# ---- lcg_gen ----
[src/rtl/lcg_gen.sv]
// Linear congruential generator: streams num_values outputs x[n+1] = (a*x[n] + c) mod m
// over valid/ready, reducing with a bit-serial restoring remainder (one dividend bit per cycle).
module lcg_gen #(
  parameter int WIDTH = 32,
  parameter int CNT_W = 16
) (
  input  logic             CLK,
  input  logic             RST,
  input  logic [WIDTH-1:0] MODULUS,
  input  logic [WIDTH-1:0] MULTIPLIER,
  input  logic [WIDTH-1:0] INCREMENT,
  input  logic [WIDTH-1:0] seed_in,
  input  logic [CNT_W-1:0] num_values,
  input  logic             seed_valid,
  output logic             seed_ready,
  output logic [WIDTH-1:0] out_value,
  output logic [CNT_W-1:0] out_index,
  output logic             out_valid,
  input  logic             out_ready,
  output logic             busy,
  output logic             done
);

  localparam int DW = 2*WIDTH + 1;
  localparam int BW = $clog2(DW);

  typedef enum logic [1:0] {IDLE, MUL, REDUCE, OUT} state_t;

  state_t           state, state_next;
  logic [WIDTH-1:0] m_r, a_r, c_r, x_r;
  logic [CNT_W-1:0] n_r;
  logic [DW-1:0]    dividend, full;
  logic [WIDTH:0]   rem, trial, rem_next;
  logic [BW-1:0]    bit_cnt;
  logic             accept, handshake, last_bit, last_val;

  assign seed_ready = (state == IDLE);
  assign busy       = (state != IDLE);
  assign out_valid  = (state == OUT);
  assign accept     = seed_valid && (state == IDLE);
  assign handshake  = out_ready && (state == OUT);
  assign last_bit   = (bit_cnt == BW'(DW-1));
  assign last_val   = (out_index == n_r - CNT_W'(1));
  assign full       = DW'(a_r) * DW'(x_r) + DW'(c_r);

  // rem < m <= 2^WIDTH-1 always, so the shifted trial fits in WIDTH+1 bits
  always_comb begin
    trial    = (rem << 1) | (WIDTH+1)'(dividend[DW-1]);
    rem_next = trial;
    if (trial >= {1'b0, m_r})
      rem_next = trial - {1'b0, m_r};
  end

  always_comb begin
    state_next = state;
    case (state)
      IDLE:    if (accept && num_values != '0) state_next = MUL;
      MUL:     state_next = (m_r == '0) ? OUT : REDUCE;
      REDUCE:  if (last_bit) state_next = OUT;
      OUT:     if (handshake) state_next = last_val ? IDLE : MUL;
      default: state_next = IDLE;
    endcase
  end

  always_ff @(posedge CLK) begin
    if (RST) begin
      state     <= IDLE;
      out_value <= '0;
      out_index <= '0;
      done      <= 1'b0;
      m_r       <= '0;
      a_r       <= '0;
      c_r       <= '0;
      x_r       <= '0;
      n_r       <= '0;
      dividend  <= '0;
      rem       <= '0;
      bit_cnt   <= '0;
    end else begin
      state <= state_next;
      done  <= 1'b0;
      case (state)
        IDLE: if (accept) begin
          m_r       <= MODULUS;
          a_r       <= MULTIPLIER;
          c_r       <= INCREMENT;
          x_r       <= seed_in;
          n_r       <= num_values;
          out_index <= '0;
          done      <= (num_values == '0);
        end
        MUL: begin
          dividend <= full;
          rem      <= '0;
          bit_cnt  <= '0;
          if (m_r == '0)
            out_value <= full[WIDTH-1:0];
        end
        REDUCE: begin
          dividend <= dividend << 1;
          rem      <= rem_next;
          bit_cnt  <= bit_cnt + BW'(1);
          if (last_bit)
            out_value <= rem_next[WIDTH-1:0];
        end
        OUT: if (handshake) begin
          x_r <= out_value;
          if (last_val)
            done <= 1'b1;
          else
            out_index <= out_index + CNT_W'(1);
        end
        default: ;
      endcase
    end
  end

endmodule

[config.mk]
export PLATFORM = sky130hd
export DESIGN_NAME = lcg_gen
export DESIGN_NICKNAME = d
export VERILOG_FILES = /design/src/rtl/lcg_gen.sv
export SDC_FILE = /design/constraint.sdc
export NUM_CORES = 2
export LEC_CHECK = 0
export CAP_MARGIN = 20
export CORE_ASPECT_RATIO = 0.8
export CORE_MARGIN = 10
export CORE_UTILIZATION = 55
export DETAILED_ROUTE_END_ITERATION = 7
export PLACE_DENSITY = 0.85
export SETUP_SLACK_MARGIN = 0.15
export SLEW_MARGIN = 20
export SYNTH_ARGS = -nofsm -noshare
export SYNTH_HDL_FRONTEND = slang
export SYNTH_SLANG_ARGS = --single-unit
[constraint.sdc]
create_clock -name CLK -period 7.8 [get_ports CLK]
set_input_delay 1.56 -clock CLK [delete_from_list [all_inputs] [get_ports CLK]]
set_output_delay 1.56 -clock CLK [all_outputs]
set_load 0.005 [all_outputs]
# ---- fpm_final_add ----
## src/rtl/fpm_final_add.sv

```systemverilog
// Final 3:2 compress + split 48-bit carry-propagate add of the FP multiplier; 3-cycle latency, one product per cycle.
// Valid/ready pipeline: a stalled stage holds; the only combinational path is the out_ready -> in_ready chain.
module fpm_final_add #(
  parameter int OFF1 = 1,
  parameter int OFF2 = 4
) (
  input  logic        clk,
  input  logic        rst,
  input  logic        in_valid,
  output logic        in_ready,
  input  logic [47:0] red5_0,
  input  logic [45:0] red5_1,
  input  logic [43:0] red5_2,
  input  logic [7:0]  in_tag,
  output logic        out_valid,
  input  logic        out_ready,
  output logic [47:0] prod,
  output logic        sticky,
  output logic [7:0]  out_tag
);

  typedef struct packed {
    logic [47:0] r0;
    logic [47:0] r1;
    logic [47:0] r2;
    logic [7:0]  tag;
  } rows_t;

  typedef struct packed {
    logic [23:0] hs;
    logic [23:0] hc;
    logic [23:0] lo;
    logic        c24;
    logic [7:0]  tag;
  } half_t;

  logic        s1_vld, s2_vld, s3_vld;
  logic        s1_adv, s2_adv, s3_adv;
  rows_t       s1_q, s1_d;
  half_t       s2_q, s2_d;
  logic [47:0] csa_sum, csa_carry;
  logic [24:0] lo_sum;
  logic [23:0] hi_sum;

  // Ready chain: each stage may move if it is empty or the stage after it moves.
  assign s3_adv    = !s3_vld || out_ready;
  assign s2_adv    = !s2_vld || s3_adv;
  assign s1_adv    = !s1_vld || s2_adv;
  assign in_ready  = s1_adv;
  assign out_valid = s3_vld;

  always_comb begin
    s1_d     = '0;
    s1_d.r0  = red5_0;
    s1_d.r1  = {2'b00, red5_1} << OFF1;
    s1_d.r2  = {4'b0000, red5_2} << OFF2;
    s1_d.tag = in_tag;
  end

  always_comb begin
    csa_sum   = s1_q.r0 ^ s1_q.r1 ^ s1_q.r2;
    csa_carry = ((s1_q.r0 & s1_q.r1) | (s1_q.r0 & s1_q.r2) | (s1_q.r1 & s1_q.r2)) << 1;
    lo_sum    = {1'b0, csa_sum[23:0]} + {1'b0, csa_carry[23:0]};
    s2_d      = '0;
    s2_d.hs   = csa_sum[47:24];
    s2_d.hc   = csa_carry[47:24];
    s2_d.lo   = lo_sum[23:0];
    s2_d.c24  = lo_sum[24];
    s2_d.tag  = s1_q.tag;
  end

  // Carry out of bit 47 falls off the 24-bit result.
  assign hi_sum = s2_q.hs + s2_q.hc + {23'd0, s2_q.c24};

  always_ff @(posedge clk) begin
    if (rst) begin
      s1_vld  <= 1'b0;
      s2_vld  <= 1'b0;
      s3_vld  <= 1'b0;
      prod    <= '0;
      sticky  <= 1'b0;
      out_tag <= '0;
    end else begin
      if (s1_adv) s1_vld <= in_valid;
      if (s2_adv) s2_vld <= s1_vld;
      if (s3_adv) s3_vld <= s2_vld;
      if (s3_adv && s2_vld) begin
        prod    <= {hi_sum, s2_q.lo};
        sticky  <= |s2_q.lo[21:0];
        out_tag <= s2_q.tag;
      end
    end
  end

  always_ff @(posedge clk) begin
    if (s1_adv && in_valid) s1_q <= s1_d;
    if (s2_adv && s1_vld)   s2_q <= s2_d;
  end

endmodule

```

## config.mk

```make
export PLATFORM = sky130hd
export DESIGN_NAME = fpm_final_add
export DESIGN_NICKNAME = d
export VERILOG_FILES = /design/src/rtl/fpm_final_add.sv
export SDC_FILE = /design/constraint.sdc
export NUM_CORES = 1
export LEC_CHECK = 0
export ABC_AREA = 1
export CAP_MARGIN = 30
export CELL_PAD_IN_SITES_DETAIL_PLACEMENT = 2
export CELL_PAD_IN_SITES_GLOBAL_PLACEMENT = 2
export CORE_AREA = 2 2 196 198
export DETAILED_ROUTE_END_ITERATION = 6
export DIE_AREA = 0 0 198 200
export PLACE_DENSITY_LB_ADDON = 0.1
export RECOVER_POWER = 25
export SLEW_MARGIN = 20
export SYNTH_ARGS = -nofsm -noshare
export SYNTH_HDL_FRONTEND = slang
export SYNTH_SLANG_ARGS = --single-unit
```

## constraint.sdc

```tcl
create_clock -name clk -period 5.3 [get_ports clk]
set_input_delay 0.53 -clock clk [delete_from_list [all_inputs] [get_ports clk]]
set_output_delay 0.53 -clock clk [all_outputs]
set_load 0.01 [all_outputs]
```

==> lcg_gen/m1.png <==
Bar = 100 µm. Supply wires on this layer in grey.
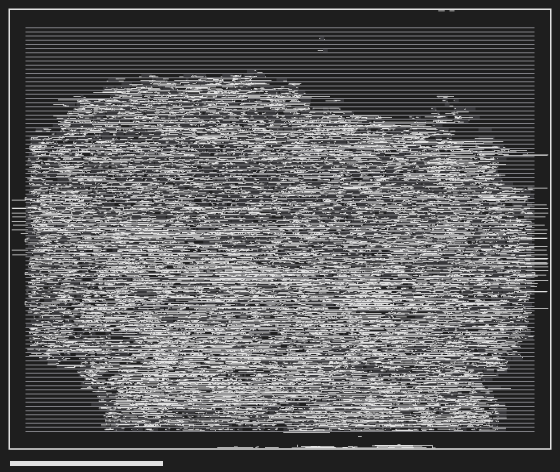
share of all routed wire: 38%
main direction: horizontal
wirelength, routed: 146000 µm
via count of the routed design: 40.5k

==> impl_summary.log, lcg_gen <==
[flow] collecting metrics
INFO  metric critical_path_cell_count = 29
INFO  metric seq_cells = 299
INFO  metric num-multi-input-gates = about 4.0k
INFO  metric combAreaFraction = 69.5%
INFO  metric core.rowCount = about 97
INFO  metric total_switching_power = ~13 mW
INFO  metric gpl_congestion = ~1.0
INFO  metric grt_use_met1 = between 30% and 40%
INFO  metric critical_path_required = 8280 ps
INFO  metric postSynthAreaPerCell = 8.59 µm²
INFO  metric hold-path-endpoint = c_r[5]
INFO  metric critPathCaptureType = flip-flop
INFO  metric source_to_sink_clock_delay_at_the_later_pin_of_the_worst_skew_pair = 590 ps
INFO  metric yosys.cell_types.count = ~66
INFO  metric worstHoldPathType = flip-flop to flip-flop
INFO  metric core_region_area = a little under 90000 µm²
INFO  metric yosys.area.top_type_share = a little under two fifths
INFO  metric sw_frac_of_total = between 50% and 60%
INFO  metric grt_pass1_wl = 233000 µm
INFO  metric numSynthFlops = roughly 300
INFO  metric largest-register = dividend
INFO  metric core_util_floorplan = between 50% and 60%
INFO  metric io_buffers = roughly 200
INFO  metric post_cts_setup_buffer_count = 0
INFO  metric critical-path-top-delay-family = adder cells
INFO  metric reg2reg_from = a_r[10]
INFO  metric fin_skew = between 20 and 25 ps
INFO  metric route.detailed.drc = 0
INFO  metric ctsRootBufferMaster = sky130_fd_sc_hd__clkbuf_16
INFO  metric synth.yosys.chip_area = 48800 µm²
INFO  metric design_power_total = ~24 mW
INFO  metric clkPwrFrac = under 10%
INFO  metric power_report.internal_total = approximately 11 mW
INFO  metric nFillCells = 6860
INFO  metric power.sequential.total = 2.48 mW
INFO  metric and_or_or_and_share_of_the_synthesized_area = between 8 and 9%
INFO  metric report.final.hold_viol_count = 0
INFO  metric grt_remaining_overflow = 0
INFO  metric r2r_end = dividend[56]
INFO  metric top_cell = sky130_fd_sc_hd__inv_1
INFO  metric worst_ep_arrival_time = between 8000 and 9000 ps
INFO  metric number_of_clock_sinks = ~300
INFO  metric fmaxAchievable = between 0.1 and 0.15 GHz
INFO  metric multiInputGateArea = roughly 38000 µm²
INFO  metric outcome = finished, final reports clean
INFO  metric clock_tree.htree_level_count = 2
INFO  metric route.detailed.wl_per_inst = roughly 21 µm
==> fpm_final_add/closeup.png <==
Bar = 10 µm. Region (79, 40) to (119, 80) µm. Cells in grey, sequential cells in the stronger grey; small squares are vias.
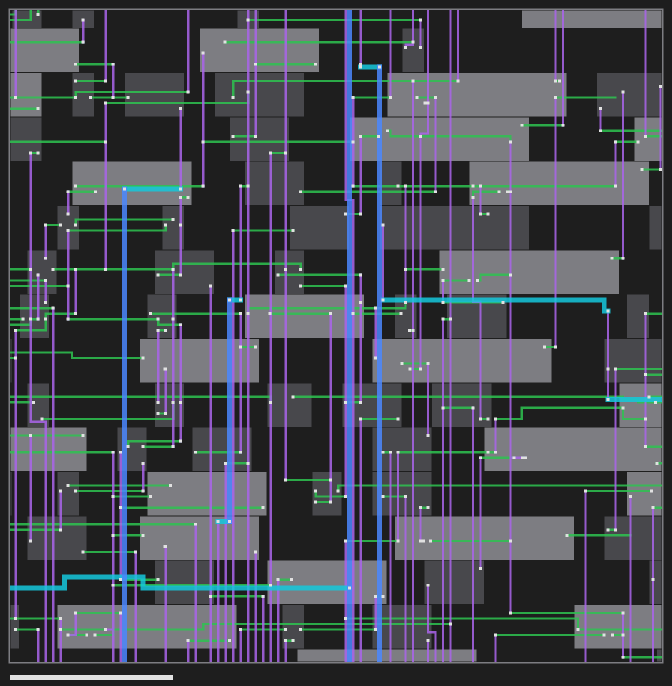
| colour | layer |
|---|---|
| green | M1 |
| cyan | M3 |
| blue | M4 |
| purple | M2 |
netlist names of flops here include: `prod` (8), `s1_q` (8)
sequential cells in the window: 17
most frequent: clkdlybuf4s50_1 (9), dfxtp_1 (9), edfxtp_1 (8)
cells with their middle in the window: 54

==> impl_summary.log, fpm_final_add <==
[flow] collecting metrics
INFO  metric post_cts_setup_buffer_count = 0
INFO  metric power_density = ~350 nW/µm²
INFO  metric power_report.internal_total = ~4.3 mW
INFO  metric gr-usage-met2 = a little over a third
INFO  metric seq_area_share = 48.2%
INFO  metric placed_cells = approximately 1.9k
INFO  metric crit_buf_inv = 0
INFO  metric route.detailed.drc = 0
INFO  metric hold_slack = around 420 ps
INFO  metric clock_tree.htree_level_count = 2
INFO  metric clkPwrFrac = 37.8%
INFO  metric clock_tree.buffer_depth = 3
INFO  metric final_cell_area = 16600 µm²
INFO  metric synth_xor_xnor_area_share = between 1.5 and 2%
INFO  metric synth_cells = around 1.1k
INFO  metric clkbuf_count = 50
INFO  metric worst-path-max-fanout = 5
INFO  metric wirelength_routed = 35200 µm
INFO  metric largest_net_degree_at_the_start_of_global_routing = approximately 83
INFO  metric most_frequently_placed_logic_cell_in_the_final_layout = sky130_fd_sc_hd__edfxtp_1
INFO  metric ys_sh_mux = 0%
INFO  metric cts_buffers = 34
INFO  metric nFillCells = between 3k and 4k
INFO  metric dominantRegCellSynth = sky130_fd_sc_hd__edfxtp_1
INFO  metric floorplan.nets = approximately 1.4k
INFO  metric top_regs = s1_q x146, s2_q x81, prod x48
INFO  metric setup_viol = 0
INFO  metric report.final.slew_viol_count = 0
INFO  metric core_region_area = between 30000 and 40000 µm²
INFO  metric fin_skew = between 8 and 9 ps
INFO  metric buffering_overhead = between 10% and 20%
INFO  metric crit_path_frequent_cell = sky130_fd_sc_hd__nand2_1
INFO  metric synth.yosys.chip_area = 12900 µm²
INFO  metric postPlaceCellArea = ~16000 µm²
INFO  metric ff2ff_path_depth = 10
INFO  metric post_synth_tally_of_flip_flops_with_integrated_enable = roughly 230
INFO  metric source_to_sink_clock_delay_at_the_later_pin_of_the_worst_skew_pair = about 530 ps
INFO  metric core_util_floorplan = between 30% and 40%
INFO  metric maxPowerGroup = registers
INFO  metric reg2reg_from = s1_q[13]
INFO  metric vias = 8813
INFO  metric outcome = finished, final reports clean


## Gallery

Cell sizes after repair.
image #1
Bar = 100 µm.
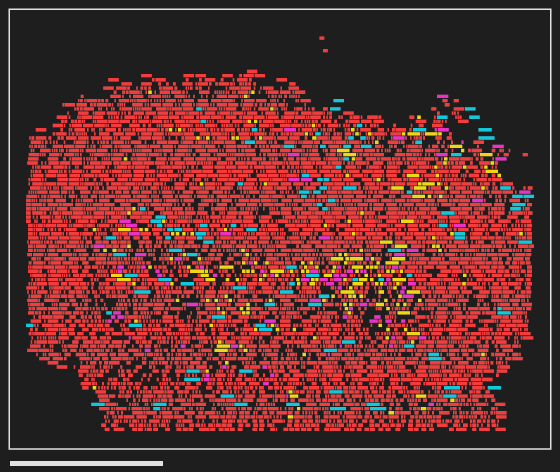
image #2
Bar = 50 µm.
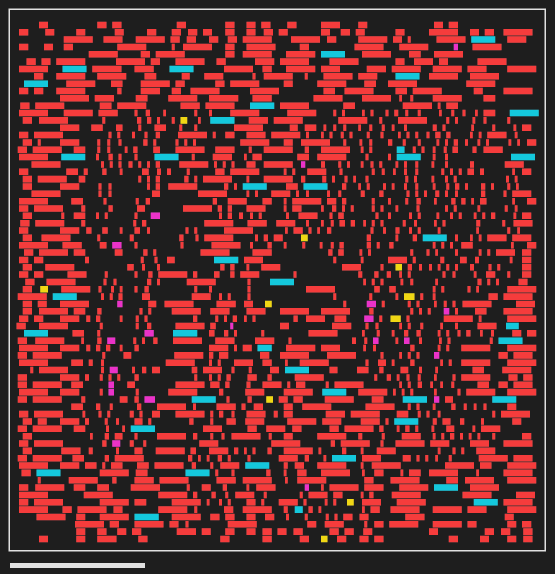
Of these, largest die: image #1
Of these, most cells: image #1
- fpm_final_add = image #2
- lcg_gen = image #1

Power figures rest on the tool's default switching activity, not on a simulated workload.
